# ---- data_matrix_ir_queue_flat ----
data_matrix_ir_queue_flat, M2 wires:
Drawn at 3 px/um.
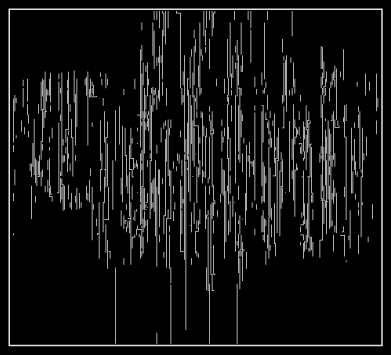

File: src/rtl/lc3_dp_pkg.sv
// -----------------------------------------------------------------------------
// lc3_dp_pkg
// Shared definitions for the LC-3 style datapath blocks.
//   - LC3_DATA_W / LC3_OPC_W : default bus width and opcode field width
//   - OP_*                   : LC-3 opcode encodings (decoder and benches)
//   - opcode_of()            : extracts the opcode field from a default-width word
// Interface and RTL modules import this package with import lc3_dp_pkg::*.
// -----------------------------------------------------------------------------
package lc3_dp_pkg;

   localparam int LC3_DATA_W = 16;
   localparam int LC3_OPC_W  = 4;

   localparam logic [LC3_OPC_W-1:0] OP_BR   = 4'h0;
   localparam logic [LC3_OPC_W-1:0] OP_ADD  = 4'h1;
   localparam logic [LC3_OPC_W-1:0] OP_LD   = 4'h2;
   localparam logic [LC3_OPC_W-1:0] OP_ST   = 4'h3;
   localparam logic [LC3_OPC_W-1:0] OP_JSR  = 4'h4;
   localparam logic [LC3_OPC_W-1:0] OP_AND  = 4'h5;
   localparam logic [LC3_OPC_W-1:0] OP_LDR  = 4'h6;
   localparam logic [LC3_OPC_W-1:0] OP_STR  = 4'h7;
   localparam logic [LC3_OPC_W-1:0] OP_RTI  = 4'h8;
   localparam logic [LC3_OPC_W-1:0] OP_NOT  = 4'h9;
   localparam logic [LC3_OPC_W-1:0] OP_LDI  = 4'hA;
   localparam logic [LC3_OPC_W-1:0] OP_STI  = 4'hB;
   localparam logic [LC3_OPC_W-1:0] OP_JMP  = 4'hC;
   localparam logic [LC3_OPC_W-1:0] OP_RES  = 4'hD;
   localparam logic [LC3_OPC_W-1:0] OP_LEA  = 4'hE;
   localparam logic [LC3_OPC_W-1:0] OP_TRAP = 4'hF;

   // Opcode field of a default-width LC-3 instruction word.
   function automatic logic [LC3_OPC_W-1:0] opcode_of(input logic [LC3_DATA_W-1:0] word);
      return word[LC3_DATA_W-1 -: LC3_OPC_W];
   endfunction

endpackage

File: src/rtl/data_matrix_ir_queue_if.sv
// -----------------------------------------------------------------------------
// data_matrix_ir_queue_if
// Bundle between the bus mux / control unit (master) and the IR queue (slave).
//   master drives : bus, ld_ir, ir_adv, flush
//   slave drives  : ld_ready, ir, ir_valid, opcode, count, ovf
// -----------------------------------------------------------------------------
interface data_matrix_ir_queue_if
   import lc3_dp_pkg::*;
#(
   parameter int DATA_W = LC3_DATA_W,
   parameter int DEPTH  = 4,
   parameter int OPC_W  = LC3_OPC_W
);
   localparam int CNT_W = $clog2(DEPTH + 1);

   logic [DATA_W-1:0] bus;
   logic              ld_ir;
   logic              ld_ready;
   logic              ir_adv;
   logic              flush;
   logic [DATA_W-1:0] ir;
   logic              ir_valid;
   logic [OPC_W-1:0]  opcode;
   logic [CNT_W-1:0]  count;
   logic              ovf;

   modport master (
      output bus, ld_ir, ir_adv, flush,
      input  ld_ready, ir, ir_valid, opcode, count, ovf
   );

   modport slave (
      input  bus, ld_ir, ir_adv, flush,
      output ld_ready, ir, ir_valid, opcode, count, ovf
   );

endinterface

File: src/rtl/data_matrix_prefetch_fifo.sv
// -----------------------------------------------------------------------------
// data_matrix_prefetch_fifo
// DEPTH x DATA_W synchronous FIFO with explicit occupancy count.
//   clk, rst  : clock, synchronous active-high reset
//   flush_i   : empties the FIFO (pointers and count to zero)
//   push_i    : write wdata_i at the write pointer (caller guarantees not full)
//   pop_i     : advance the read pointer (caller guarantees not empty)
//   rdata_o   : head word, valid whenever count_o != 0
//   count_o   : number of stored words, 0..DEPTH
// -----------------------------------------------------------------------------
module data_matrix_prefetch_fifo
   import lc3_dp_pkg::*;
#(
   parameter  int DATA_W = LC3_DATA_W,
   parameter  int DEPTH  = 4,
   localparam int CNT_W  = $clog2(DEPTH + 1),
   localparam int PTR_W  = $clog2(DEPTH)
) (
   input  logic              clk,
   input  logic              rst,
   input  logic              flush_i,
   input  logic              push_i,
   input  logic              pop_i,
   input  logic [DATA_W-1:0] wdata_i,
   output logic [DATA_W-1:0] rdata_o,
   output logic [CNT_W-1:0]  count_o
);

   logic [DATA_W-1:0] mem_q [DEPTH];
   logic [PTR_W-1:0]  wptr_q, rptr_q;
   logic [CNT_W-1:0]  count_q;

   // NOTE: storage is deliberately not reset; count_q alone says which entries
   // hold data, so clearing the array would only add reset fan-out.
   always_ff @(posedge clk) begin
      if (push_i && !flush_i) begin
         mem_q[wptr_q] <= wdata_i;
      end
   end

   // NOTE: sequential state is assigned with <= so every register samples the
   // pre-edge values of the others, independent of statement order.
   always_ff @(posedge clk) begin
      if (rst || flush_i) begin
         wptr_q  <= '0;
         rptr_q  <= '0;
         count_q <= '0;
      end else begin
         // Pointers are exactly log2(DEPTH) bits, so they wrap on their own.
         if (push_i) wptr_q <= wptr_q + PTR_W'(1);
         if (pop_i)  rptr_q <= rptr_q + PTR_W'(1);
         count_q <= count_q + CNT_W'(push_i) - CNT_W'(pop_i);
      end
   end

   assign rdata_o = mem_q[rptr_q];
   assign count_o = count_q;

endmodule

File: src/rtl/data_matrix_ir_queue.sv
// -----------------------------------------------------------------------------
// data_matrix_ir_queue
// Instruction register with a prefetch FIFO in front of it.
//   clk, rst   : clock, synchronous active-high reset
//   q (slave)  : bus/ld_ir offer a word, ld_ready = room in the FIFO,
//                ir_adv consumes the current IR, flush discards IR validity and
//                all queued words, ir/ir_valid/opcode present the instruction,
//                count = FIFO occupancy (IR excluded), ovf = sticky drop flag.
// A word offered with the IR slot free and the FIFO empty bypasses straight to
// ir; otherwise it queues, and the IR always refills from the FIFO head first
// so accepted words reach ir strictly in order.
// -----------------------------------------------------------------------------
module data_matrix_ir_queue
   import lc3_dp_pkg::*;
#(
   parameter int DATA_W = LC3_DATA_W,
   parameter int DEPTH  = 4,
   parameter int OPC_W  = LC3_OPC_W
) (
   input  logic                  clk,
   input  logic                  rst,
   data_matrix_ir_queue_if.slave q
);

   localparam int               CNT_W    = $clog2(DEPTH + 1);
   localparam logic [CNT_W-1:0] FULL_CNT = CNT_W'(DEPTH);

   logic [DATA_W-1:0] ir_q, ir_d;
   logic              ir_valid_q, ir_valid_d;
   logic              ovf_q, ovf_d;

   logic [DATA_W-1:0] fifo_head;
   logic [CNT_W-1:0]  fifo_count;
   logic              fifo_empty, fifo_full;
   logic              slot_free, bypass, push, pop, drop;

   assign fifo_empty = (fifo_count == '0);
   // Fullness comes from the registered count: a pop in the same cycle does not
   // make room for the offered word.
   assign fifo_full  = (fifo_count == FULL_CNT);
   assign slot_free  = !ir_valid_q || q.ir_adv;

   // Flush suppresses every transfer in its cycle, including the drop flag.
   assign pop    = !q.flush && slot_free && !fifo_empty;
   assign bypass = !q.flush && slot_free &&  fifo_empty && q.ld_ir;
   assign push   = !q.flush && q.ld_ir && !bypass && !fifo_full;
   assign drop   = !q.flush && q.ld_ir && !bypass &&  fifo_full;

   data_matrix_prefetch_fifo #(
      .DATA_W (DATA_W),
      .DEPTH  (DEPTH)
   ) u_fifo (
      .clk     (clk),
      .rst     (rst),
      .flush_i (q.flush),
      .push_i  (push),
      .pop_i   (pop),
      .wdata_i (q.bus),
      .rdata_o (fifo_head),
      .count_o (fifo_count)
   );

   // NOTE: every signal written here gets a default first, so no path leaves it
   // unassigned and no latch is inferred.
   always_comb begin
      ir_d       = ir_q;
      ir_valid_d = ir_valid_q;
      ovf_d      = ovf_q || drop;
      if (q.flush) begin
         ir_valid_d = 1'b0;
      end else if (slot_free) begin
         if (!fifo_empty) begin
            ir_d       = fifo_head;
            ir_valid_d = 1'b1;
         end else if (q.ld_ir) begin
            ir_d       = q.bus;
            ir_valid_d = 1'b1;
         end else begin
            ir_valid_d = 1'b0;
         end
      end
   end

   always_ff @(posedge clk) begin
      if (rst) begin
         ir_q       <= '0;
         ir_valid_q <= 1'b0;
         ovf_q      <= 1'b0;
      end else begin
         ir_q       <= ir_d;
         ir_valid_q <= ir_valid_d;
         ovf_q      <= ovf_d;
      end
   end

   assign q.ir       = ir_q;
   assign q.ir_valid = ir_valid_q;
   assign q.opcode   = ir_q[DATA_W-1 -: OPC_W];
   assign q.count    = fifo_count;
   assign q.ld_ready = !fifo_full;
   assign q.ovf      = ovf_q;

endmodule
File: src/flat_wrapper.sv
// flat-port wrapper written by rule: the top's interface ports become plain ports
module data_matrix_ir_queue_flat import lc3_dp_pkg::*;
#(
   parameter int DATA_W = LC3_DATA_W,
   parameter int DEPTH  = 4,
   parameter int OPC_W  = LC3_OPC_W
)
  (clk, rst, q_bus, q_ld_ir, q_ir_adv, q_flush, q_ld_ready, q_ir, q_ir_valid, q_opcode, q_count, q_ovf);
  data_matrix_ir_queue_if #(.DATA_W(DATA_W), .DEPTH(DEPTH), .OPC_W(OPC_W)) q_i ();
  input  logic clk;
  input  logic rst;
  input wire logic [$bits(q_i.bus)-1:0] q_bus;
  input wire logic [$bits(q_i.ld_ir)-1:0] q_ld_ir;
  input wire logic [$bits(q_i.ir_adv)-1:0] q_ir_adv;
  input wire logic [$bits(q_i.flush)-1:0] q_flush;
  output wire logic [$bits(q_i.ld_ready)-1:0] q_ld_ready;
  output wire logic [$bits(q_i.ir)-1:0] q_ir;
  output wire logic [$bits(q_i.ir_valid)-1:0] q_ir_valid;
  output wire logic [$bits(q_i.opcode)-1:0] q_opcode;
  output wire logic [$bits(q_i.count)-1:0] q_count;
  output wire logic [$bits(q_i.ovf)-1:0] q_ovf;
  assign q_i.bus = q_bus;
  assign q_i.ld_ir = q_ld_ir;
  assign q_i.ir_adv = q_ir_adv;
  assign q_i.flush = q_flush;
  assign q_ld_ready = q_i.ld_ready;
  assign q_ir = q_i.ir;
  assign q_ir_valid = q_i.ir_valid;
  assign q_opcode = q_i.opcode;
  assign q_count = q_i.count;
  assign q_ovf = q_i.ovf;
  data_matrix_ir_queue #(.DATA_W(DATA_W), .DEPTH(DEPTH), .OPC_W(OPC_W)) u_core (.clk(clk), .rst(rst), .q(q_i));
endmodule
File: config.mk
export PLATFORM = sky130hd
export DESIGN_NAME = data_matrix_ir_queue_flat
export DESIGN_NICKNAME = d
export VERILOG_FILES = /design/src/rtl/lc3_dp_pkg.sv /design/src/rtl/data_matrix_ir_queue_if.sv /design/src/rtl/data_matrix_prefetch_fifo.sv /design/src/rtl/data_matrix_ir_queue.sv /design/src/flat_wrapper.sv
export SDC_FILE = /design/constraint.sdc
export NUM_CORES = 1
export LEC_CHECK = 0
export ABC_AREA = 1
export CAP_MARGIN = 20
export CORE_ASPECT_RATIO = 0.9
export CORE_UTILIZATION = 30
export CTS_BUF_LIST = sky130_fd_sc_hd__clkbuf_8
export DETAILED_ROUTE_END_ITERATION = 6
export GPL_ROUTABILITY_DRIVEN = 0
export GPL_TIMING_DRIVEN = 0
export MAX_ROUTING_LAYER = met4
export PLACE_DENSITY = 0.56
export SYNTH_ARGS = -nofsm -noshare
export SYNTH_HDL_FRONTEND = slang
export SYNTH_HIERARCHICAL = 1
export SYNTH_SLANG_ARGS = --single-unit
export TNS_END_PERCENT = 20
File: constraint.sdc
create_clock -name clk -period 3.1 [get_ports clk]
set_input_delay 0.93 -clock clk [delete_from_list [all_inputs] [get_ports clk]]
set_output_delay 0.93 -clock clk [all_outputs]
set_load 0.03 [all_outputs]
# ---- irq_timer_bank ----
### config.mk
export PLATFORM = sky130hd
export DESIGN_NAME = irq_timer_bank
export DESIGN_NICKNAME = d
export VERILOG_FILES = /design/src/rtl/irq_timer_pkg.sv /design/src/rtl/irq_timer_ch.sv /design/src/rtl/irq_timer_bank.sv
export SDC_FILE = /design/constraint.sdc
export NUM_CORES = 1
export LEC_CHECK = 0
export CAP_MARGIN = 20
export CORE_MARGIN = 4
export CORE_UTILIZATION = 30
export DETAILED_ROUTE_END_ITERATION = 8
export MAX_ROUTING_LAYER = met4
export PLACE_DENSITY = 0.54
export SLEW_MARGIN = 20
export SYNTH_ARGS = -nofsm -noshare
export SYNTH_HDL_FRONTEND = slang
export SYNTH_SLANG_ARGS = --single-unit
### constraint.sdc
create_clock -name clk_i -period 6.29 [get_ports clk_i]
set_input_delay 0.629 -clock clk_i [delete_from_list [all_inputs] [get_ports clk_i]]
set_output_delay 0.629 -clock clk_i [all_outputs]
set_load 0.005 [all_outputs]
### src/rtl/irq_timer_pkg.sv
// Shared types and constants for the irq_timer_bank timer block.
// Holds the per-channel FSM state encoding and the irq vector width.
package irq_timer_pkg;

  localparam int unsigned IrqW = 32;

  typedef enum logic [1:0] {
    StIdle = 2'd0,
    StRun  = 2'd1,
    StDone = 2'd2
  } ch_state_e;

endpackage

### src/rtl/irq_timer_ch.sv
// One timer channel: FSM, down-counter, pending flag and optional overrun flag.
// Overrun logic exists only when IRQ_TIMER_OVERRUN_EN is defined; otherwise overrun is 0.
module irq_timer_ch
  import irq_timer_pkg::*;
#(
  parameter int unsigned CNT_W = 16
) (
  input  logic             clk,
  input  logic             rst_n,
  input  logic             halt,
  input  logic             cfg_we,
  input  logic [CNT_W-1:0] cfg_period,
  input  logic             cfg_oneshot,
  input  logic             ack,
  output logic             pending,
  output logic             overrun
);

  localparam logic [CNT_W-1:0] CntOne = CNT_W'(1);

  ch_state_e        state_q, state_d;
  logic [CNT_W-1:0] cnt_q, cnt_d;
  logic [CNT_W-1:0] period_q, period_d;
  logic             oneshot_q, oneshot_d;
  logic             pending_q, pending_d;
  logic             expire;

  assign expire = (state_q == StRun) && !halt && (cnt_q == '0);

  always_comb begin
    state_d   = state_q;
    cnt_d     = cnt_q;
    period_d  = period_q;
    oneshot_d = oneshot_q;
    if ((state_q == StRun) && !halt) begin
      if (expire) begin
        if (oneshot_q) begin
          state_d = StDone;
        end else begin
          cnt_d = period_q - CntOne;
        end
      end else begin
        cnt_d = cnt_q - CntOne;
      end
    end
    // A write overrides the counting update, but the expiry above still reaches pending.
    if (cfg_we) begin
      period_d  = cfg_period;
      oneshot_d = cfg_oneshot;
      if (cfg_period != '0) begin
        state_d = StRun;
        cnt_d   = cfg_period - CntOne;
      end else begin
        state_d = StIdle;
        cnt_d   = '0;
      end
    end
  end

  assign pending_d = expire || (pending_q && !ack);

  always_ff @(posedge clk) begin
    if (!rst_n) begin
      state_q   <= StIdle;
      cnt_q     <= '0;
      period_q  <= '0;
      oneshot_q <= 1'b0;
      pending_q <= 1'b0;
    end else begin
      state_q   <= state_d;
      cnt_q     <= cnt_d;
      period_q  <= period_d;
      oneshot_q <= oneshot_d;
      pending_q <= pending_d;
    end
  end

  assign pending = pending_q;

`ifdef IRQ_TIMER_OVERRUN_EN
  logic overrun_q, overrun_d;

  // Ack clears overrun even when an expiry lands on the same edge.
  assign overrun_d = !ack && (overrun_q || (expire && pending_q));

  always_ff @(posedge clk) begin
    if (!rst_n) begin
      overrun_q <= 1'b0;
    end else begin
      overrun_q <= overrun_d;
    end
  end

  assign overrun = overrun_q;
`else
  assign overrun = 1'b0;
`endif

endmodule

### src/rtl/irq_timer_bank.sv
// Bank of NUM_CH independent interval timers driving a picorv32-style irq vector.
// Define IRQ_TIMER_OVERRUN_EN to build the per-channel overrun flags.
module irq_timer_bank
  import irq_timer_pkg::*;
#(
  parameter int unsigned NUM_CH   = 2,
  parameter int unsigned CNT_W    = 16,
  parameter int unsigned IRQ_BASE = 4
) (
  input  logic              clk_i,
  input  logic              rst_n_i,
  input  logic              halt_i,
  input  logic              cfg_we_i,
  input  logic [3:0]        cfg_ch_i,
  input  logic [CNT_W-1:0]  cfg_period_i,
  input  logic              cfg_oneshot_i,
  input  logic [NUM_CH-1:0] irq_ack_i,
  output logic [IrqW-1:0]   irq_o,
  output logic [NUM_CH-1:0] pending_o,
  output logic [NUM_CH-1:0] overrun_o
);

  for (genvar n = 0; n < NUM_CH; n++) begin : g_ch
    logic ch_we;

    // Writes to channel indices beyond NUM_CH match no instance and are dropped.
    assign ch_we = cfg_we_i && (cfg_ch_i == 4'(n));

    irq_timer_ch #(
      .CNT_W (CNT_W)
    ) u_ch (
      .clk         (clk_i),
      .rst_n       (rst_n_i),
      .halt        (halt_i),
      .cfg_we      (ch_we),
      .cfg_period  (cfg_period_i),
      .cfg_oneshot (cfg_oneshot_i),
      .ack         (irq_ack_i[n]),
      .pending     (pending_o[n]),
      .overrun     (overrun_o[n])
    );
  end

  always_comb begin
    irq_o = '0;
    irq_o[IRQ_BASE +: NUM_CH] = pending_o;
  end

endmodule


==> screenshots <==
Cells by drive strength.
Drawn at 4 px/um.
panel A
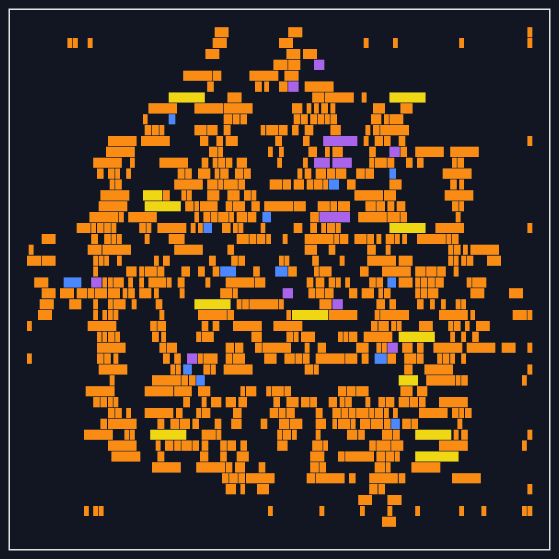
panel B
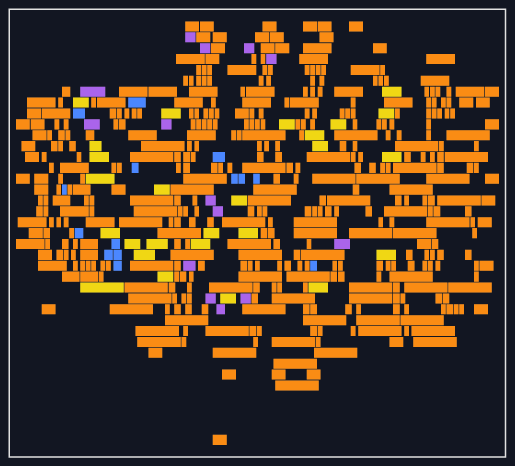
- irq_timer_bank = panel A
- data_matrix_ir_queue_flat = panel B
- most cells: panel A
- largest die: panel A

irq_timer_bank, M2 wires:
Drawn at 3 px/um.
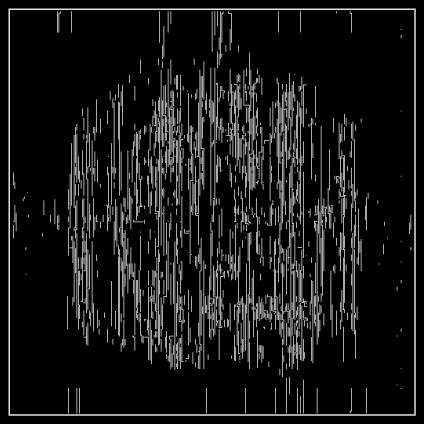
longest straight run = 45.9 um
wire length on this layer = 6940 um
main direction = vertical
nets with wire on the layer = 602
met2 usage: 0.260
routed wire length: 15.6 mm
via count: 4978

==> metrics.csv, irq_timer_bank <==
stage;metric;value;unit
outcome;outcome;finished, final reports clean;
final_layout;clock network area share;0.0568;
logic_synthesis;Top logic family;simple AND/OR/NAND/NOR gates;
pwr;switching power total;0.343;mW
final_layout;Comb area share;0.559;
final_layout;Largest cell class;combinational gates;
final_layout;CLK BUF;11;
final_layout;commonest non-fill, non-tap cells in the layout;nand2_1 (115), a21oi_1 (79), dfxtp_1 (72), nor2_1 (44), conb_1 (32);
clocking;cts bufs inserted;9;
routing;routed wl met3;1.05;mm
logic_synthesis;Post-synth ARST share;0;
logic_synthesis;Cells after Synth;666;
final_layout;non-clk buf share;0.0637;
run;maxcap violations;0;
timing;Slew headroom;0.300;
routing;Vias/cell;5.59;
logic_synthesis;Synth Warn #;0;
logic_synthesis;top cells by count, synth;nand2_1 (115), a21oi_1 (79), dfxtp_1 (72), nor2_1 (44), buf_4 (38);
critical_path;delay-heaviest family, CP;simple AND/OR/NAND/NOR gates;
critical_path;WP data arrival;4.45;ns
critical_path;Worst R2R End;g_ch[0].u_ch.cnt_q[12]$_SDFFE_PN0P_;
timing;Hold Slack;0.466;ns
data_matrix_ir_queue_flat, register map, names as in the netlist:
Drawn at 3 px/um.
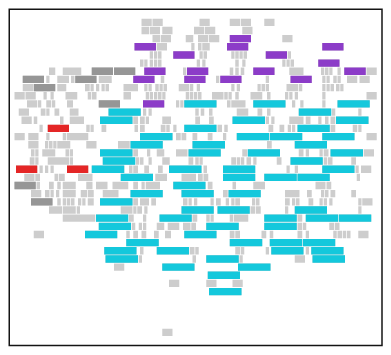
u_core/q.ir -> purple  # placed flops 16
u_core/u_fifo/count_o -> red  # placed flops 3
u_core/u_fifo/mem_q -> cyan  # placed flops 64
not colored = 8
final core utilization: 0.384
sequential power: 1.33 mW
sequential cell area share: 0.499
Flop area: 2460 sq um

Notes on 'M2 wires' of data_matrix_ir_queue_flat above:
wire length on this layer = 4510 um
longest straight run = 56.1 um
share of all routed wire = 48%

==> metrics.csv, data_matrix_ir_queue_flat <==
stage;metric;value;unit
routing;routed wl met3;481;um
floorplanning;Die Ht;112;um
placement;port bufs;46;
pwr;pwr dens;481;nW/um^2
logic_synthesis;Top logic family;simple AND/OR/NAND/NOR gates;
logic_synthesis;dominant cell by count in the synthesized netlist;nor2_1;
timing;FMAX;327;MHz
timing;unrepaired setup endpoints after global routing;yes;
pwr;Clk power;0.812;mW
logic_synthesis;number of enable flip-flop cells;64;
routing;DR WL met2;4.51;mm
timing;Hold Slack;0.502;ns
outcome;outcome;finished, final reports clean;
final_layout;Comb area share;0.244;
grt;met3 Track Usage GR;0.0389;
placement;Area after DPL;4730;sq um
final_layout;clock network area share;0.0409;
final_layout;Non-clock inverters;42;
grt;met1 usage;0.186;
final_layout;Non-Clock Buffer Count;72;
logic_synthesis;synth unique cells;26;
grt;busiest grt layer;met2;
critical_path;r2r startpoint;u_core/u_fifo/count_o[2]$_SDFF_PP0_;
final_layout;Top reg by flops;u_core/u_fifo/mem_q;
final_layout;Comb gate area;1200;sq um
routing;post-route antenna net violation count;0;
logic_synthesis;top cells by count, synth;nor2_1 (92), nand2_1 (74), edfxtp_1 (64), o21ai_1 (46), inv_1 (40);
critical_path;Worst Setup Path Type;reg -> out;
clocking;H-tree depth;3;
logic_synthesis;Synth Warn #;6;

# ---- ps2_host_tx ----
ps2_host_tx, M2 wires:
Drawn at 4 px/um.
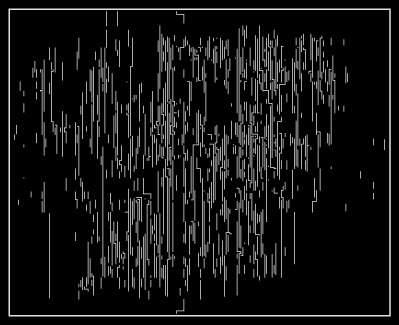

File: config.mk
export PLATFORM = sky130hd
export DESIGN_NAME = ps2_host_tx
export DESIGN_NICKNAME = d
export VERILOG_FILES = /design/src/rtl/ps2_host_tx.sv
export SDC_FILE = /design/constraint.sdc
export NUM_CORES = 1
export LEC_CHECK = 0
export CORE_ASPECT_RATIO = 0.8
export CORE_UTILIZATION = 45
export DETAILED_ROUTE_END_ITERATION = 16
export GPL_TIMING_DRIVEN = 0
export HOLD_SLACK_MARGIN = 0.03
export PLACE_DENSITY = 0.71
export SLEW_MARGIN = 20
export SYNTH_ARGS = -nofsm -noshare
export SYNTH_HDL_FRONTEND = slang
export SYNTH_SLANG_ARGS = --single-unit
File: constraint.sdc
create_clock -name clk -period 4 [get_ports clk]
set_input_delay 0.4 -clock clk [delete_from_list [all_inputs] [get_ports clk]]
set_output_delay 0.4 -clock clk [all_outputs]
set_load 0.01 [all_outputs]
File: src/rtl/ps2_host_tx.sv
// PS/2 host-to-device transmitter: inhibits the bus, issues a start bit, then
// shifts one command byte plus odd parity and stop out on device clock edges
// and reports the device ACK (done) or its absence / a timeout (error).
// Both pads are open-drain; this block only produces the pull-low enables.
module ps2_host_tx #(
  parameter int unsigned INHIBIT_CYCLES = 5000,
  parameter int unsigned START_CYCLES   = 16,
  parameter int unsigned TIMEOUT_CYCLES = 750000
) (
  input  logic       clk,
  input  logic       rst,
  input  logic [7:0] io_ctrl_data,
  input  logic       io_ctrl_start,
  output logic       io_ctrl_busy,
  output logic       io_ctrl_done,
  output logic       io_ctrl_error,
  input  logic       io_keyboard_kb_clk,
  input  logic       io_keyboard_kb_data,
  output logic       io_keyboard_kb_clk_oe,
  output logic       io_keyboard_kb_data_oe
);

  // Phase counter covers the inhibit and start-bit intervals; the timeout
  // counter spans SHIFT and ACK together so it measures from clock release.
  localparam int unsigned PH_MAX = (INHIBIT_CYCLES > START_CYCLES) ? INHIBIT_CYCLES : START_CYCLES;
  localparam int unsigned PH_W   = $clog2(PH_MAX + 1);
  localparam int unsigned TO_W   = $clog2(TIMEOUT_CYCLES + 1);

  localparam logic [PH_W-1:0] INH_LAST = PH_W'(INHIBIT_CYCLES - 1);
  localparam logic [PH_W-1:0] ST_LAST  = PH_W'(START_CYCLES - 1);
  localparam logic [TO_W-1:0] TO_LAST  = TO_W'(TIMEOUT_CYCLES - 1);

  typedef enum logic [2:0] {
    S_IDLE      = 3'd0,
    S_INHIBIT   = 3'd1,
    S_START     = 3'd2,
    S_SHIFT     = 3'd3,
    S_ACK       = 3'd4,
    S_WAIT_IDLE = 3'd5
  } state_e;

  // Odd parity: set when the byte holds an even number of ones.
  function automatic logic odd_parity(input logic [7:0] d);
    return ~^d;
  endfunction

  // Bits sent after the start bit, index 0 first: data LSB first, parity, stop.
  function automatic logic [9:0] build_frame(input logic [7:0] d);
    return {1'b1, odd_parity(d), d};
  endfunction

  state_e          state_q, state_d;
  logic [7:0]      data_q, data_d;
  logic [PH_W-1:0] ph_cnt_q, ph_cnt_d;
  logic [TO_W-1:0] to_cnt_q, to_cnt_d;
  logic [3:0]      bit_cnt_q, bit_cnt_d;
  logic            clk_oe_q, clk_oe_d;
  logic            data_oe_q, data_oe_d;
  logic            busy_q, busy_d;
  logic            done_q, done_d;
  logic            error_q, error_d;

  logic            kbc_meta_q, kbc_sync_q, kbc_prev_q;
  logic            kbd_meta_q, kbd_sync_q;

  logic            fall_s;
  logic [9:0]      frame_s;

  assign fall_s  = kbc_prev_q & ~kbc_sync_q;
  assign frame_s = build_frame(data_q);

  // Two-flop synchronizers for both pads plus the previous synced clock for edge detect.
  always_ff @(posedge clk) begin
    if (rst) begin
      kbc_meta_q <= 1'b1;
      kbc_sync_q <= 1'b1;
      kbc_prev_q <= 1'b1;
      kbd_meta_q <= 1'b1;
      kbd_sync_q <= 1'b1;
    end else begin
      kbc_meta_q <= io_keyboard_kb_clk;
      kbc_sync_q <= kbc_meta_q;
      kbc_prev_q <= kbc_sync_q;
      kbd_meta_q <= io_keyboard_kb_data;
      kbd_sync_q <= kbd_meta_q;
    end
  end

  // State, counters and registered outputs.
  always_ff @(posedge clk) begin
    if (rst) begin
      state_q   <= S_IDLE;
      data_q    <= 8'h00;
      ph_cnt_q  <= '0;
      to_cnt_q  <= '0;
      bit_cnt_q <= 4'd0;
      clk_oe_q  <= 1'b0;
      data_oe_q <= 1'b0;
      busy_q    <= 1'b0;
      done_q    <= 1'b0;
      error_q   <= 1'b0;
    end else begin
      state_q   <= state_d;
      data_q    <= data_d;
      ph_cnt_q  <= ph_cnt_d;
      to_cnt_q  <= to_cnt_d;
      bit_cnt_q <= bit_cnt_d;
      clk_oe_q  <= clk_oe_d;
      data_oe_q <= data_oe_d;
      busy_q    <= busy_d;
      done_q    <= done_d;
      error_q   <= error_d;
    end
  end

  // Next-state and next-output logic; outputs are computed one cycle ahead.
  always_comb begin
    state_d   = state_q;
    data_d    = data_q;
    ph_cnt_d  = ph_cnt_q;
    to_cnt_d  = to_cnt_q;
    bit_cnt_d = bit_cnt_q;
    clk_oe_d  = 1'b0;
    data_oe_d = 1'b0;
    busy_d    = 1'b1;
    done_d    = 1'b0;
    error_d   = 1'b0;

    case (state_q)
      S_IDLE: begin
        if (io_ctrl_start) begin
          state_d  = S_INHIBIT;
          data_d   = io_ctrl_data;
          ph_cnt_d = '0;
          clk_oe_d = 1'b1;
        end else begin
          busy_d = 1'b0;
        end
      end

      S_INHIBIT: begin
        clk_oe_d = 1'b1;
        if (ph_cnt_q == INH_LAST) begin
          state_d   = S_START;
          ph_cnt_d  = '0;
          data_oe_d = 1'b1;
        end else begin
          ph_cnt_d = ph_cnt_q + 1'b1;
        end
      end

      S_START: begin
        data_oe_d = 1'b1;
        if (ph_cnt_q == ST_LAST) begin
          // Release the clock while the start bit stays driven low.
          state_d   = S_SHIFT;
          ph_cnt_d  = '0;
          to_cnt_d  = '0;
          bit_cnt_d = 4'd0;
          clk_oe_d  = 1'b0;
        end else begin
          clk_oe_d = 1'b1;
          ph_cnt_d = ph_cnt_q + 1'b1;
        end
      end

      S_SHIFT: begin
        data_oe_d = data_oe_q;
        if (to_cnt_q == TO_LAST) begin
          state_d   = S_IDLE;
          ph_cnt_d  = '0;
          data_oe_d = 1'b0;
          error_d   = 1'b1;
          busy_d    = 1'b0;
        end else begin
          to_cnt_d = to_cnt_q + 1'b1;
          if (fall_s) begin
            // Each falling edge presents the next frame bit; the tenth
            // (stop = 1) releases the data line.
            data_oe_d = ~frame_s[bit_cnt_q];
            bit_cnt_d = bit_cnt_q + 4'd1;
            if (bit_cnt_q == 4'd9) begin
              state_d  = S_ACK;
              ph_cnt_d = '0;
            end else begin
              state_d = S_SHIFT;
            end
          end else begin
            bit_cnt_d = bit_cnt_q;
          end
        end
      end

      S_ACK: begin
        if (to_cnt_q == TO_LAST) begin
          state_d  = S_IDLE;
          ph_cnt_d = '0;
          error_d  = 1'b1;
          busy_d   = 1'b0;
        end else begin
          to_cnt_d = to_cnt_q + 1'b1;
          if (fall_s) begin
            // Device ACK is data held low across the eleventh clock.
            state_d  = S_WAIT_IDLE;
            ph_cnt_d = '0;
            if (kbd_sync_q == 1'b0) begin
              done_d = 1'b1;
            end else begin
              error_d = 1'b1;
            end
          end else begin
            state_d = S_ACK;
          end
        end
      end

      S_WAIT_IDLE: begin
        if (kbc_sync_q && kbd_sync_q) begin
          state_d  = S_IDLE;
          ph_cnt_d = '0;
          busy_d   = 1'b0;
        end else begin
          state_d = S_WAIT_IDLE;
        end
      end

      default: begin
        state_d = S_IDLE;
        busy_d  = 1'b0;
      end
    endcase
  end

  assign io_ctrl_busy           = busy_q;
  assign io_ctrl_done           = done_q;
  assign io_ctrl_error          = error_q;
  assign io_keyboard_kb_clk_oe  = clk_oe_q;
  assign io_keyboard_kb_data_oe = data_oe_q;

endmodule

# ---- gates_lu_pipe ----
## src/rtl/gates_lu_pipe_pkg.sv

```systemverilog
// Shared definitions for the registered gates logic unit: opcode encoding and width.
package gates_lu_pipe_pkg;

    localparam int OP_W = 3;

    typedef enum logic [OP_W-1:0] {
        OP_AND   = 3'd0,
        OP_NAND  = 3'd1,
        OP_OR    = 3'd2,
        OP_NOR   = 3'd3,
        OP_XOR   = 3'd4,
        OP_XNOR  = 3'd5,
        OP_NOTA  = 3'd6,
        OP_PASSA = 3'd7
    } op_e;

endpackage

```

## src/rtl/gates_lu_pipe_lu.sv

```systemverilog
// Purely combinational bitwise logic unit: one of eight two-operand gate functions.
module gates_lu
    import gates_lu_pipe_pkg::*;
#(
    parameter int WIDTH = 8
) (
    input  logic [WIDTH-1:0] a,
    input  logic [WIDTH-1:0] b,
    input  logic [OP_W-1:0]  op,
    output logic [WIDTH-1:0] y
);

    always_comb begin
        // NOTE: assigning a default before the case keeps every path driven, so no latch is inferred.
        y = '0;
        case (op_e'(op))
            OP_AND:   y = a & b;
            OP_NAND:  y = ~(a & b);
            OP_OR:    y = a | b;
            OP_NOR:   y = ~(a | b);
            OP_XOR:   y = a ^ b;
            OP_XNOR:  y = ~(a ^ b);
            OP_NOTA:  y = ~a;
            OP_PASSA: y = a;
            default:  y = '0;
        endcase
    end

endmodule

```

## src/rtl/gates_lu_pipe.sv

```systemverilog
// Registered gates unit with valid/ready handshakes, accumulate mode and a
// saturating count of accepted transactions.
module gates_lu_pipe
    import gates_lu_pipe_pkg::*;
#(
    parameter int WIDTH = 8,
    parameter int CNT_W = 16
) (
    input  logic             clk,
    input  logic             rst,
    input  logic             in_valid,
    output logic             in_ready,
    input  logic [WIDTH-1:0] a,
    input  logic [WIDTH-1:0] b,
    input  logic [OP_W-1:0]  op,
    input  logic             acc,
    input  logic             acc_clr,
    output logic [WIDTH-1:0] z,
    output logic             out_valid,
    input  logic             out_ready,
    output logic [WIDTH-1:0] acc_q,
    output logic [CNT_W-1:0] txn_cnt
);

    logic             xfer;
    logic [WIDTH-1:0] acc_base;
    logic [WIDTH-1:0] eff_a;
    logic [WIDTH-1:0] result;

    // in_ready depends only on registered state and out_ready, never on in_valid.
    assign in_ready = ~out_valid | out_ready;
    assign xfer     = in_valid & in_ready;

    // A same-cycle clear takes effect before the accumulator is used as operand A.
    assign acc_base = acc_clr ? '0 : acc_q;
    assign eff_a    = acc ? acc_base : a;

    gates_lu #(.WIDTH(WIDTH)) u_lu (
        .a  (eff_a),
        .b  (b),
        .op (op),
        .y  (result)
    );

    always_ff @(posedge clk) begin
        // NOTE: sequential state uses non-blocking assignments so every register samples pre-edge values.
        if (rst) begin
            z         <= '0;
            out_valid <= 1'b0;
            acc_q     <= '0;
            txn_cnt   <= '0;
        end else if (xfer) begin
            z         <= result;
            out_valid <= 1'b1;
            acc_q     <= result;
            if (txn_cnt != '1) begin
                txn_cnt <= txn_cnt + CNT_W'(1);
            end
        end else begin
            if (out_ready) begin
                out_valid <= 1'b0;
            end
            if (acc_clr) begin
                acc_q <= '0;
            end
        end
    end

endmodule

```

## config.mk

```make
export PLATFORM = sky130hd
export DESIGN_NAME = gates_lu_pipe
export DESIGN_NICKNAME = d
export VERILOG_FILES = /design/src/rtl/gates_lu_pipe_pkg.sv /design/src/rtl/gates_lu_pipe_lu.sv /design/src/rtl/gates_lu_pipe.sv
export SDC_FILE = /design/constraint.sdc
export NUM_CORES = 1
export LEC_CHECK = 0
export ABC_AREA = 1
export CORE_ASPECT_RATIO = 1.75
export CORE_MARGIN = 1
export CORE_UTILIZATION = 46
export DETAILED_ROUTE_END_ITERATION = 8
export PLACE_DENSITY = 0.75
export SYNTH_ARGS = -nofsm -noshare
export SYNTH_HDL_FRONTEND = slang
export SYNTH_SLANG_ARGS = --single-unit
export TNS_END_PERCENT = 100
```

## constraint.sdc

```tcl
create_clock -name clk -period 1.4 [get_ports clk]
set_input_delay 0.21 -clock clk [delete_from_list [all_inputs] [get_ports clk]]
set_output_delay 0.21 -clock clk [all_outputs]
set_load 0.005 [all_outputs]
```

ps2_host_tx, routing congestion map:
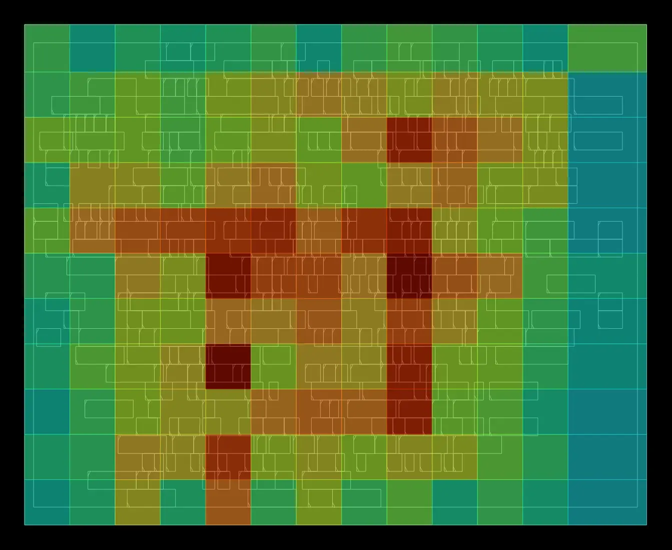
met3 Track Usage GR: 0.0609
met2 usage: 0.304
busiest grt layer: met1
final core utilization: 0.557
All-Layer GR Usage: 0.225

Notes on 'M2 wires' of ps2_host_tx above:
share of all routed wire = 40%
longest straight run = 32.3 um
nets with wire on the layer = 347
main direction = vertical
wire length on this layer = 3050 um
routed wire length: 7.58 mm
via count: 3001

==> metrics.csv, ps2_host_tx <==
stage;metric;value;unit
outcome;outcome;finished, final reports clean;
floorplanning;core area;6510;sq um
logic_synthesis;Synth area leaders;dfxtp_1 (37%), nor2_1 (5.8%), nand2_1 (5.3%), a21oi_1 (5.2%), xnor2_1 (4.0%);
critical_path;CP Max Fanout;10;
worst_hold_path;worst hold path startpoint;kbd_meta_q$_SDFF_PP1_;
clocking;H-tree depth;3;
logic_synthesis;syn avg cell area;8.11;sq um
routing;DRT iter0 DRCs;299;
critical_path;startpoint types;flip-flop;
pwr;Clk power;0.678;mW
logic_synthesis;Mux cell area share;0.0250;
critical_path;R2R cell count;6;
critical_path;r2r setup slk;1.28;ns
logic_synthesis;yosys cell count;382;
worst_hold_path;worst hold path type;reg -> reg;
final_layout;Comb gate area;1840;sq um
worst_hold_path;Min-Delay Endpoint;kbd_sync_q$_SDFF_PP1_;
clocking;Clk Latency, worst-skew pair;0.35;ns
timing;setup tns final;0;ns
timing;post-layout min period;2.72;ns
final_layout;CLK BUF;10;
floorplanning;Taps Inserted;84;
placement;Area after DPL;3370;sq um
gates_lu_pipe, M2 wires:
Drawn at 4 px/um.
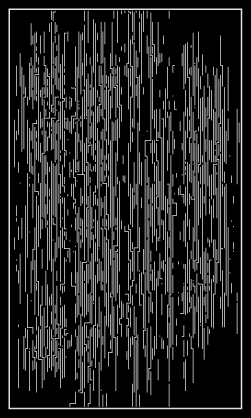
wire length on this layer = 5310 um
longest straight run = 43.2 um
via count: 3479
met2 usage: 0.589
routed wire length: 9.65 mm

==> metrics.csv, gates_lu_pipe <==
stage;metric;value;unit
floorplanning;Die Ht;99.4;um
pwr;Combinational Power Share;0.338;
timing;unrepaired setup endpoints after global routing;yes;
timing;setup ws final;-0.0984;ns
critical_path;r2r setup slk;-0.1;ns
outcome;outcome;finished, violations left;
logic_synthesis;Seq share, synth;0.265;
routing;DRC Markers;4;
clocking;Hold Buf Count CTS;0;
worst_hold_path;worst hold path startpoint;z[3]$_SDFFE_PP0P_;
pwr;clock power share;0.273;
timing;setup tns final;-0.904;ns
final_layout;Largest cell class;combinational gates;
grt;All-Layer GR Usage;0.304;
critical_path;Worst Setup Path Type;reg -> reg;
final_layout;# fillers;313;
final_layout;Comb gate area;1980;sq um
final_layout;Commonest Layout Cell;buf_4;
outcome;failing checks;design-rule violations, negative setup slack;
timing;Final setup viols;23;
logic_synthesis;xor+xnor area frac;0.0281;
logic_synthesis;yosys cell count;407;
clocking;H-tree depth;2;
logic_synthesis;Mux cell area share;0;
critical_path;crit path capture;acc_q[1]$_SDFF_PP0_;
critical_path;Levels on crit path;10;
final_layout;clock network area share;0.0189;
logic_synthesis;Post-synth ARST share;0;
routing;TritonRoute pass-1 iters;7;

# ---- bram_loader ----
bram_loader, register map, names as in the netlist:
Drawn at 3 px/um.
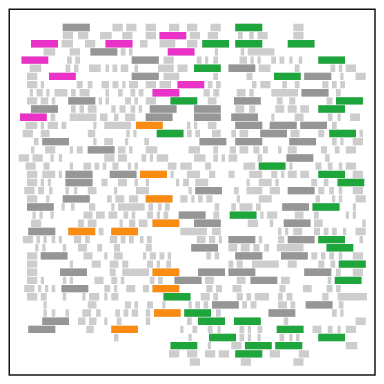

==> config.mk <==
export PLATFORM = sky130hd
export DESIGN_NAME = bram_loader
export DESIGN_NICKNAME = d
export VERILOG_FILES = /design/src/rtl/bram_loader.sv
export SDC_FILE = /design/constraint.sdc
export NUM_CORES = 1
export LEC_CHECK = 0
export CELL_PAD_IN_SITES_DETAIL_PLACEMENT = 1
export CELL_PAD_IN_SITES_GLOBAL_PLACEMENT = 2
export CORE_MARGIN = 2
export CORE_UTILIZATION = 37
export DETAILED_ROUTE_END_ITERATION = 8
export GPL_TIMING_DRIVEN = 0
export PLACE_DENSITY_LB_ADDON = 0.25
export SLEW_MARGIN = 20
export SYNTH_ARGS = -nofsm -noshare
export SYNTH_HDL_FRONTEND = slang
export SYNTH_SLANG_ARGS = --single-unit
==> constraint.sdc <==
create_clock -name clk -period 5.9 [get_ports clk]
set_input_delay 0.59 -clock clk [delete_from_list [all_inputs] [get_ports clk]]
set_output_delay 0.59 -clock clk [all_outputs]
set_load 0.05 [all_outputs]
==> src/rtl/bram_loader.sv <==
// Packs a little-endian byte stream into BRAM words, one write per DATA_WIDTH/8+1 cycles.
// s_ready is high only in LOAD; abort cancels a running load, reset drops it.
module bram_loader #(
   parameter int ADDR_WIDTH = 9,
   parameter int DATA_WIDTH = 32
) (
   input  logic                  clk,
   input  logic                  reset_n,
   input  logic                  start,
   input  logic [ADDR_WIDTH-1:0] base_addr,
   input  logic [ADDR_WIDTH:0]   word_count,
   input  logic                  abort,
   input  logic                  s_valid,
   input  logic [7:0]            s_data,
   output logic                  s_ready,
   output logic                  busy,
   output logic                  done,
   output logic                  ena,
   output logic                  wea,
   output logic [ADDR_WIDTH-1:0] addra,
   output logic [DATA_WIDTH-1:0] dia
);

   localparam int NB = DATA_WIDTH / 8;
   localparam int BW = (NB > 1) ? $clog2(NB) : 1;

   typedef enum logic [1:0] {IDLE, LOAD, WRITE, DONE} state_t;

   state_t                  state, state_nxt;
   logic [BW-1:0]           byte_idx;
   logic [ADDR_WIDTH:0]     word_cnt, word_lat, word_cnt_inc;
   logic [ADDR_WIDTH-1:0]   addr;
   logic [DATA_WIDTH-1:0]   word_reg, word_asm;
   logic                    last_byte;

   assign word_cnt_inc = word_cnt + (ADDR_WIDTH+1)'(1);
   assign last_byte    = (byte_idx == BW'(NB-1));

   always_comb begin
      word_asm = word_reg;
      word_asm[{byte_idx, 3'b000} +: 8] = s_data;
   end

   always_comb begin
      state_nxt = state;
      case (state)
         IDLE: begin
            if (start)
               state_nxt = (word_count == '0) ? DONE : LOAD;
         end
         LOAD: begin
            if (abort)
               state_nxt = IDLE;
            else if (s_valid && last_byte)
               state_nxt = WRITE;
         end
         WRITE: begin
            if (abort)
               state_nxt = IDLE;
            else if (word_cnt_inc == word_lat)
               state_nxt = DONE;
            else
               state_nxt = LOAD;
         end
         DONE:    state_nxt = IDLE;
         default: state_nxt = IDLE;
      endcase
   end

   always_ff @(posedge clk or negedge reset_n) begin
      if (!reset_n) begin
         state    <= IDLE;
         byte_idx <= '0;
         word_cnt <= '0;
         word_lat <= '0;
         addr     <= '0;
         word_reg <= '0;
         addra    <= '0;
         dia      <= '0;
      end else begin
         state <= state_nxt;
         case (state)
            IDLE: begin
               if (start && word_count != '0) begin
                  addr     <= base_addr;
                  word_lat <= word_count;
                  byte_idx <= '0;
                  word_cnt <= '0;
               end
            end
            LOAD: begin
               // bytes arriving alongside abort are dropped with the partial word
               if (s_valid && !abort) begin
                  word_reg <= word_asm;
                  if (last_byte) begin
                     byte_idx <= '0;
                     addra    <= addr;
                     dia      <= word_asm;
                  end else begin
                     byte_idx <= byte_idx + BW'(1);
                  end
               end
            end
            WRITE: begin
               word_cnt <= word_cnt_inc;
               addr     <= addr + ADDR_WIDTH'(1);
            end
            default: ;
         endcase
      end
   end

   assign s_ready = (state == LOAD);
   assign busy    = (state != IDLE);
   assign done    = (state == DONE);
   assign ena     = (state == WRITE);
   assign wea     = (state == WRITE);

endmodule

# ---- alu_pipe ----
`src/rtl/alu_pipe.sv`:
```
// Pipelined ALU with valid/ready handshake and registered result/flags.
// Define ALU_PIPE_MUL_EN to enable the iterative shift-add multiplier (op 11).
module alu_pipe #(
    parameter int WIDTH = 8
) (
    input  logic             clk,
    input  logic             rst,
    input  logic             in_valid,
    output logic             in_ready,
    input  logic [WIDTH-1:0] a,
    input  logic [WIDTH-1:0] b,
    input  logic [3:0]       op,
    output logic             out_valid,
    input  logic             out_ready,
    output logic [WIDTH-1:0] res,
    output logic             car,
    output logic             of,
    output logic             zf,
    output logic             nf
);

    localparam int SW = $clog2(WIDTH);

    logic [WIDTH-1:0] alu_res;
    logic             alu_car;
    logic             alu_of;
    logic [WIDTH:0]   sum;
    logic [WIDTH:0]   diff;
    logic [SW-1:0]    sh;
    logic             accept;

    assign accept = in_valid && in_ready;

    // Single-cycle operations; carry and overflow stay 0 unless add/sub set them.
    always_comb begin
        alu_res = '0;
        alu_car = 1'b0;
        alu_of  = 1'b0;
        sum     = {1'b0, a} + {1'b0, b};
        diff    = {1'b0, a} + {1'b0, ~b} + (WIDTH+1)'(1);
        sh      = b[SW-1:0];
        case (op)
            4'd0: begin
                alu_res = sum[WIDTH-1:0];
                alu_car = sum[WIDTH];
                alu_of  = (a[WIDTH-1] == b[WIDTH-1]) && (sum[WIDTH-1] != a[WIDTH-1]);
            end
            4'd1: begin
                alu_res = diff[WIDTH-1:0];
                alu_car = diff[WIDTH];
                alu_of  = (a[WIDTH-1] != b[WIDTH-1]) && (diff[WIDTH-1] != a[WIDTH-1]);
            end
            4'd2:    alu_res = ~a;
            4'd3:    alu_res = a & b;
            4'd4:    alu_res = a | b;
            4'd5:    alu_res = a ^ b;
            4'd6:    alu_res = {{(WIDTH-1){1'b0}}, ($signed(a) < $signed(b))};
            4'd7:    alu_res = {{(WIDTH-1){1'b0}}, (a == b)};
            4'd8:    alu_res = a << sh;
            4'd9:    alu_res = a >> sh;
            4'd10:   alu_res = $signed(a) >>> sh;
            default: alu_res = '0;
        endcase
    end

`ifdef ALU_PIPE_MUL_EN
    localparam int CW = $clog2(WIDTH);

    typedef enum logic [1:0] {
        IDLE,
        MUL,
        HOLD
    } state_t;

    state_t             state;
    state_t             state_next;
    logic [CW-1:0]      cnt;
    logic [2*WIDTH-1:0] acc;
    logic [2*WIDTH-1:0] acc_next;
    logic [2*WIDTH-1:0] mcand;
    logic [WIDTH-1:0]   mplier;
    logic               is_mul;
    logic               mul_last;

    assign is_mul   = (op == 4'd11);
    assign mul_last = (state == MUL) && (cnt == CW'(WIDTH-1));
    assign acc_next = acc + (mplier[0] ? mcand : '0);
    assign in_ready = (state == IDLE) && (!out_valid || out_ready);

    always_ff @(posedge clk) begin
        if (rst) begin
            state <= IDLE;
        end else begin
            state <= state_next;
        end
    end

    always_comb begin
        state_next = state;
        case (state)
            IDLE:    if (accept && is_mul) state_next = MUL;
            MUL:     if (mul_last) state_next = HOLD;
            HOLD:    if (out_ready) state_next = IDLE;
            default: state_next = IDLE;
        endcase
    end

    // One multiplier bit per MUL cycle; the final partial sum goes straight to res.
    always_ff @(posedge clk) begin
        if (rst) begin
            cnt    <= '0;
            acc    <= '0;
            mcand  <= '0;
            mplier <= '0;
        end else if (accept && is_mul) begin
            cnt    <= '0;
            acc    <= '0;
            mcand  <= {{WIDTH{1'b0}}, a};
            mplier <= b;
        end else if (state == MUL) begin
            cnt    <= cnt + CW'(1);
            acc    <= acc_next;
            mcand  <= mcand << 1;
            mplier <= mplier >> 1;
        end
    end
`else
    assign in_ready = !out_valid || out_ready;
`endif

    // Result registers hold steady until the consumer takes them or a new result replaces them.
    always_ff @(posedge clk) begin
        if (rst) begin
            out_valid <= 1'b0;
            res       <= '0;
            car       <= 1'b0;
            of        <= 1'b0;
        end
`ifdef ALU_PIPE_MUL_EN
        else if (accept && is_mul) begin
            out_valid <= 1'b0;
        end else if (mul_last) begin
            out_valid <= 1'b1;
            res       <= acc_next[WIDTH-1:0];
            car       <= |acc_next[2*WIDTH-1:WIDTH];
            of        <= 1'b0;
        end
`endif
        else if (accept) begin
            out_valid <= 1'b1;
            res       <= alu_res;
            car       <= alu_car;
            of        <= alu_of;
        end else if (out_valid && out_ready) begin
            out_valid <= 1'b0;
        end
    end

    assign zf = (res == '0);
    assign nf = res[WIDTH-1];

endmodule
```
`config.mk`:
```
export PLATFORM = sky130hd
export DESIGN_NAME = alu_pipe
export DESIGN_NICKNAME = d
export VERILOG_FILES = /design/src/rtl/alu_pipe.sv
export SDC_FILE = /design/constraint.sdc
export NUM_CORES = 1
export LEC_CHECK = 0
export CAP_MARGIN = 20
export CORE_UTILIZATION = 35
export DETAILED_ROUTE_END_ITERATION = 8
export PLACE_DENSITY = 0.67
export SYNTH_ARGS = -nofsm -noshare
export SYNTH_HDL_FRONTEND = slang
export SYNTH_SLANG_ARGS = --single-unit
```
`constraint.sdc`:
```
create_clock -name clk -period 3.15 [get_ports clk]
set_input_delay 0.4725 -clock clk [delete_from_list [all_inputs] [get_ports clk]]
set_output_delay 0.4725 -clock clk [all_outputs]
set_load 0.01 [all_outputs]
```
bram_loader, M2 wires:
Drawn at 3 px/um.
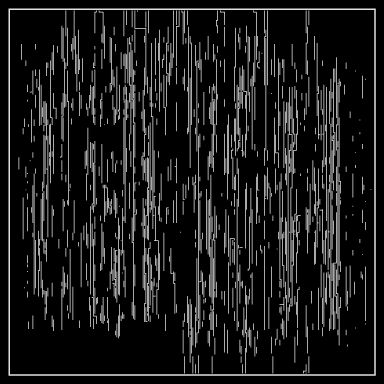
longest straight run = 68.3 um
wire length on this layer = 6700 um
share of all routed wire = 49%
main direction = vertical

bram_loader, routing congestion map:
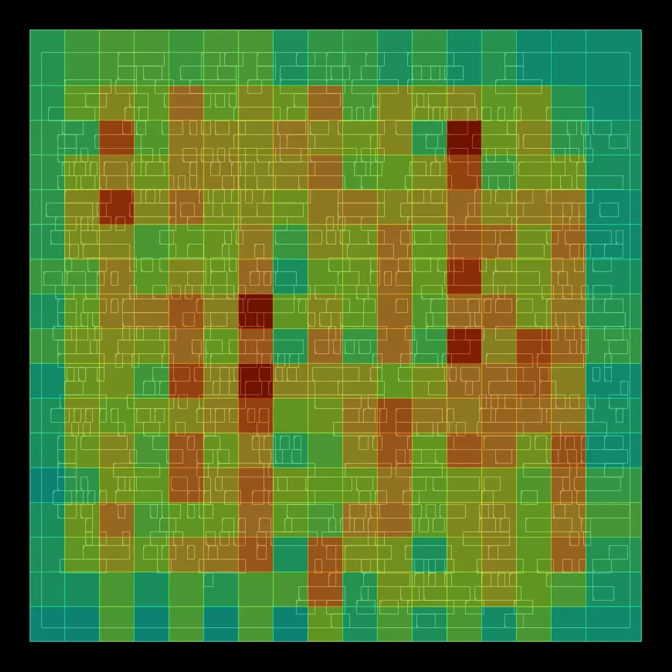
All-Layer GR Usage: 0.196
met2 usage: 0.335
busiest grt layer: met2

## Picture notes: 'register map, names as in the netlist' of bram_loader
dia -> green  # placed flops 32
word_cnt -> orange  # placed flops 10
addra -> magenta  # placed flops 9
sequential power: 1.12 mW
sequential cell area share: 0.419

==> metrics.csv, bram_loader <==
stage;metric;value;unit
critical_path;WP data arrival;2.58;ns
grt;global-route wire length before repair;22.5;mm
logic_synthesis;yosys cell count;520;
final_layout;Flop area;2650;sq um
logic_synthesis;Synth Flop Type;dfrtp_1;
placement;RD Place Congestion;0.778;
pwr;pwr dens;484;nW/um^2
placement;worst slack at placement;2.87;ns
logic_synthesis;syn_nets;560;
critical_path;crit end category;output port;
pwr;Switching Fraction;0.432;
final_layout;Comb area share;0.351;
critical_path;Levels on crit path;5;
clocking;clk buf depth;2;
logic_synthesis;synth unique cells;54;
outcome;outcome;finished, final reports clean;
final_layout;Commonest Layout Cell;dfrtp_1;
critical_path;CP Max Fanout;11;
critical_path;Worst R2R End;word_reg[30]$_DFFE_PN0P_;
pwr;Combinational Power Share;0.446;
floorplanning;Pre-Place Util;0.382;
final_layout;commonest non-fill, non-tap cells in the layout;dfrtp_1 (106), a21oi_1 (71), clkdlybuf4s50_1 (68), nand2_1 (57), nor2_1 (53);
clocking;clock sink total;106;
final_layout;Final Instance Count excl. Fillers;782;
critical_path;Critical Path RT;5.31;ns
logic_synthesis;simple share;0.185;
timing;setup ws final;2.73;ns
placement;port bufs;69;
worst_hold_path;worst hold path type;in -> async;
critical_path;Worst Setup Path Type;reg -> out;
alu_pipe, a small window of the routed layout:
Region (31, 31) to (56, 56) um. Cells in gray, sequential cells in the stronger gray; small squares are vias.
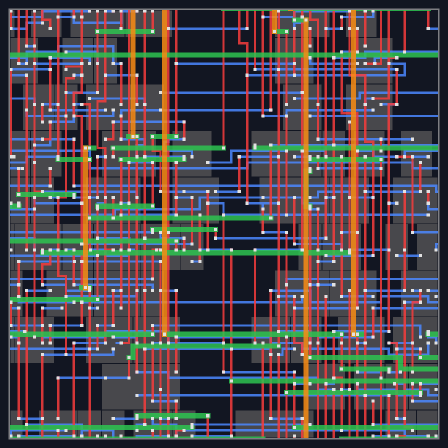
metal 2 -> red
metal 4 -> orange
metal 3 -> green
metal 1 -> blue
most frequent = nor2_1 (7), nor2b_1 (5), nand2_1 (5)
sequential cells in the window = 0
cells with their middle in the window = 65

alu_pipe, routing congestion map:
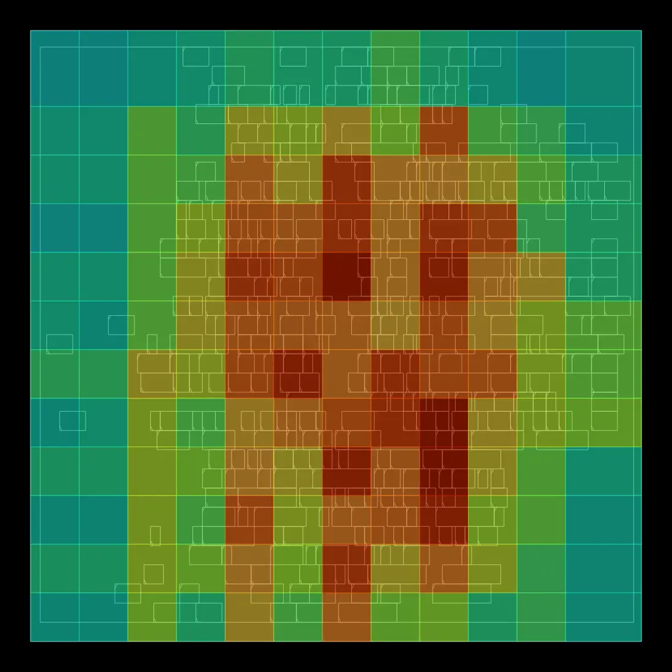
All-Layer GR Usage: 0.211
met1 usage: 0.277
met3 Track Usage GR: 0.0210

==> metrics.csv, alu_pipe <==
stage;metric;value;unit
grt;pin count of the biggest net entering global routing;33;
pwr;clock power share;0.200;
critical_path;crit end category;flip-flop;
final_layout;Final Instance Count excl. Fillers;473;
placement;dpl cells;469;
logic_synthesis;Synth Warn #;0;
final_layout;commonest non-fill, non-tap cells in the layout;clkdlybuf4s50_1 (37), nor2_1 (27), nand2_1 (26), a21oi_1 (26);
final_layout;non-clk buf share;0.181;
outcome;outcome;finished, final reports clean;
logic_synthesis;ys flops;11;
routing;TritonRoute pass-1 iters;5;
critical_path;critical path startpoint;a[0];
logic_synthesis;synth unique cells;64;
logic_synthesis;top area contributor share;0.125;
logic_synthesis;Cells after Synth;336;
final_layout;Commonest Layout Cell;clkdlybuf4s50_1;
final_layout;sequential cell area share;0.0714;


==> layout pictures side by side <==
Cells by drive strength.
picture 1
Drawn at 4 px/um.
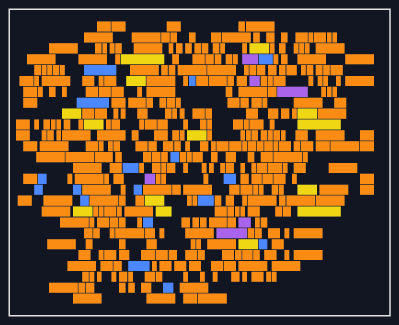
picture 2
Drawn at 6 px/um.
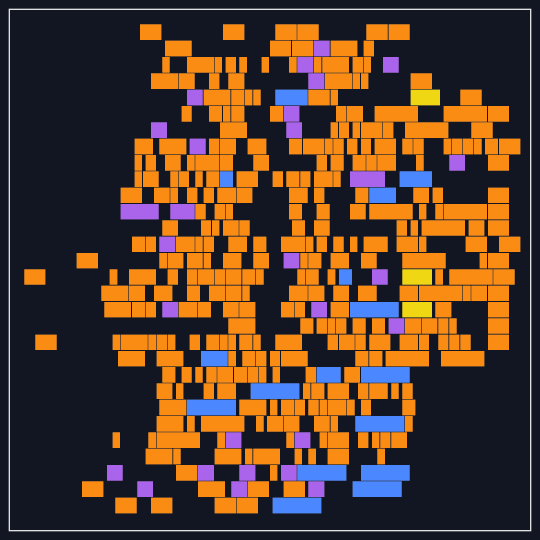
picture 3
Drawn at 4 px/um.
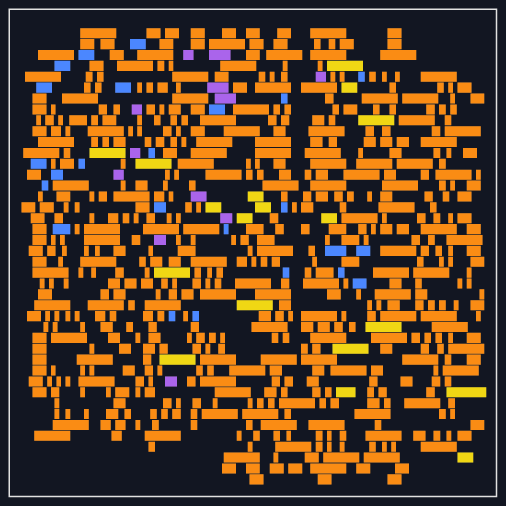
picture 4
Drawn at 6 px/um.
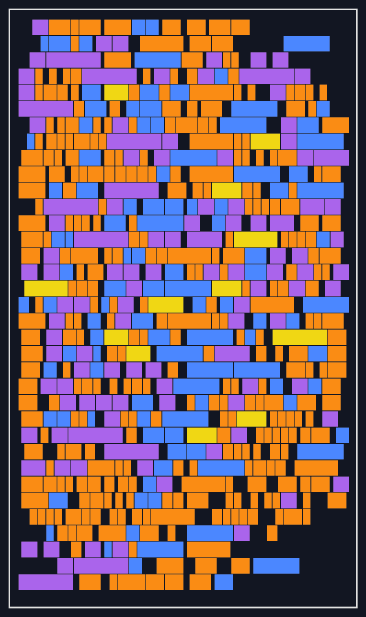
bram_loader: picture 3
alu_pipe: picture 2
ps2_host_tx: picture 1
gates_lu_pipe: picture 4
The one with the largest die is picture 3.
The one with the most cells is picture 3.

Key to picture 1:
_2 cells -> blue  # cells 17
_6 and larger -> yellow  # cells 14
_0 and _1 cells -> orange  # cells 378
_3 and _4 cells -> purple  # cells 6

No activity file was given, so power comes from the tool's default toggle rates.
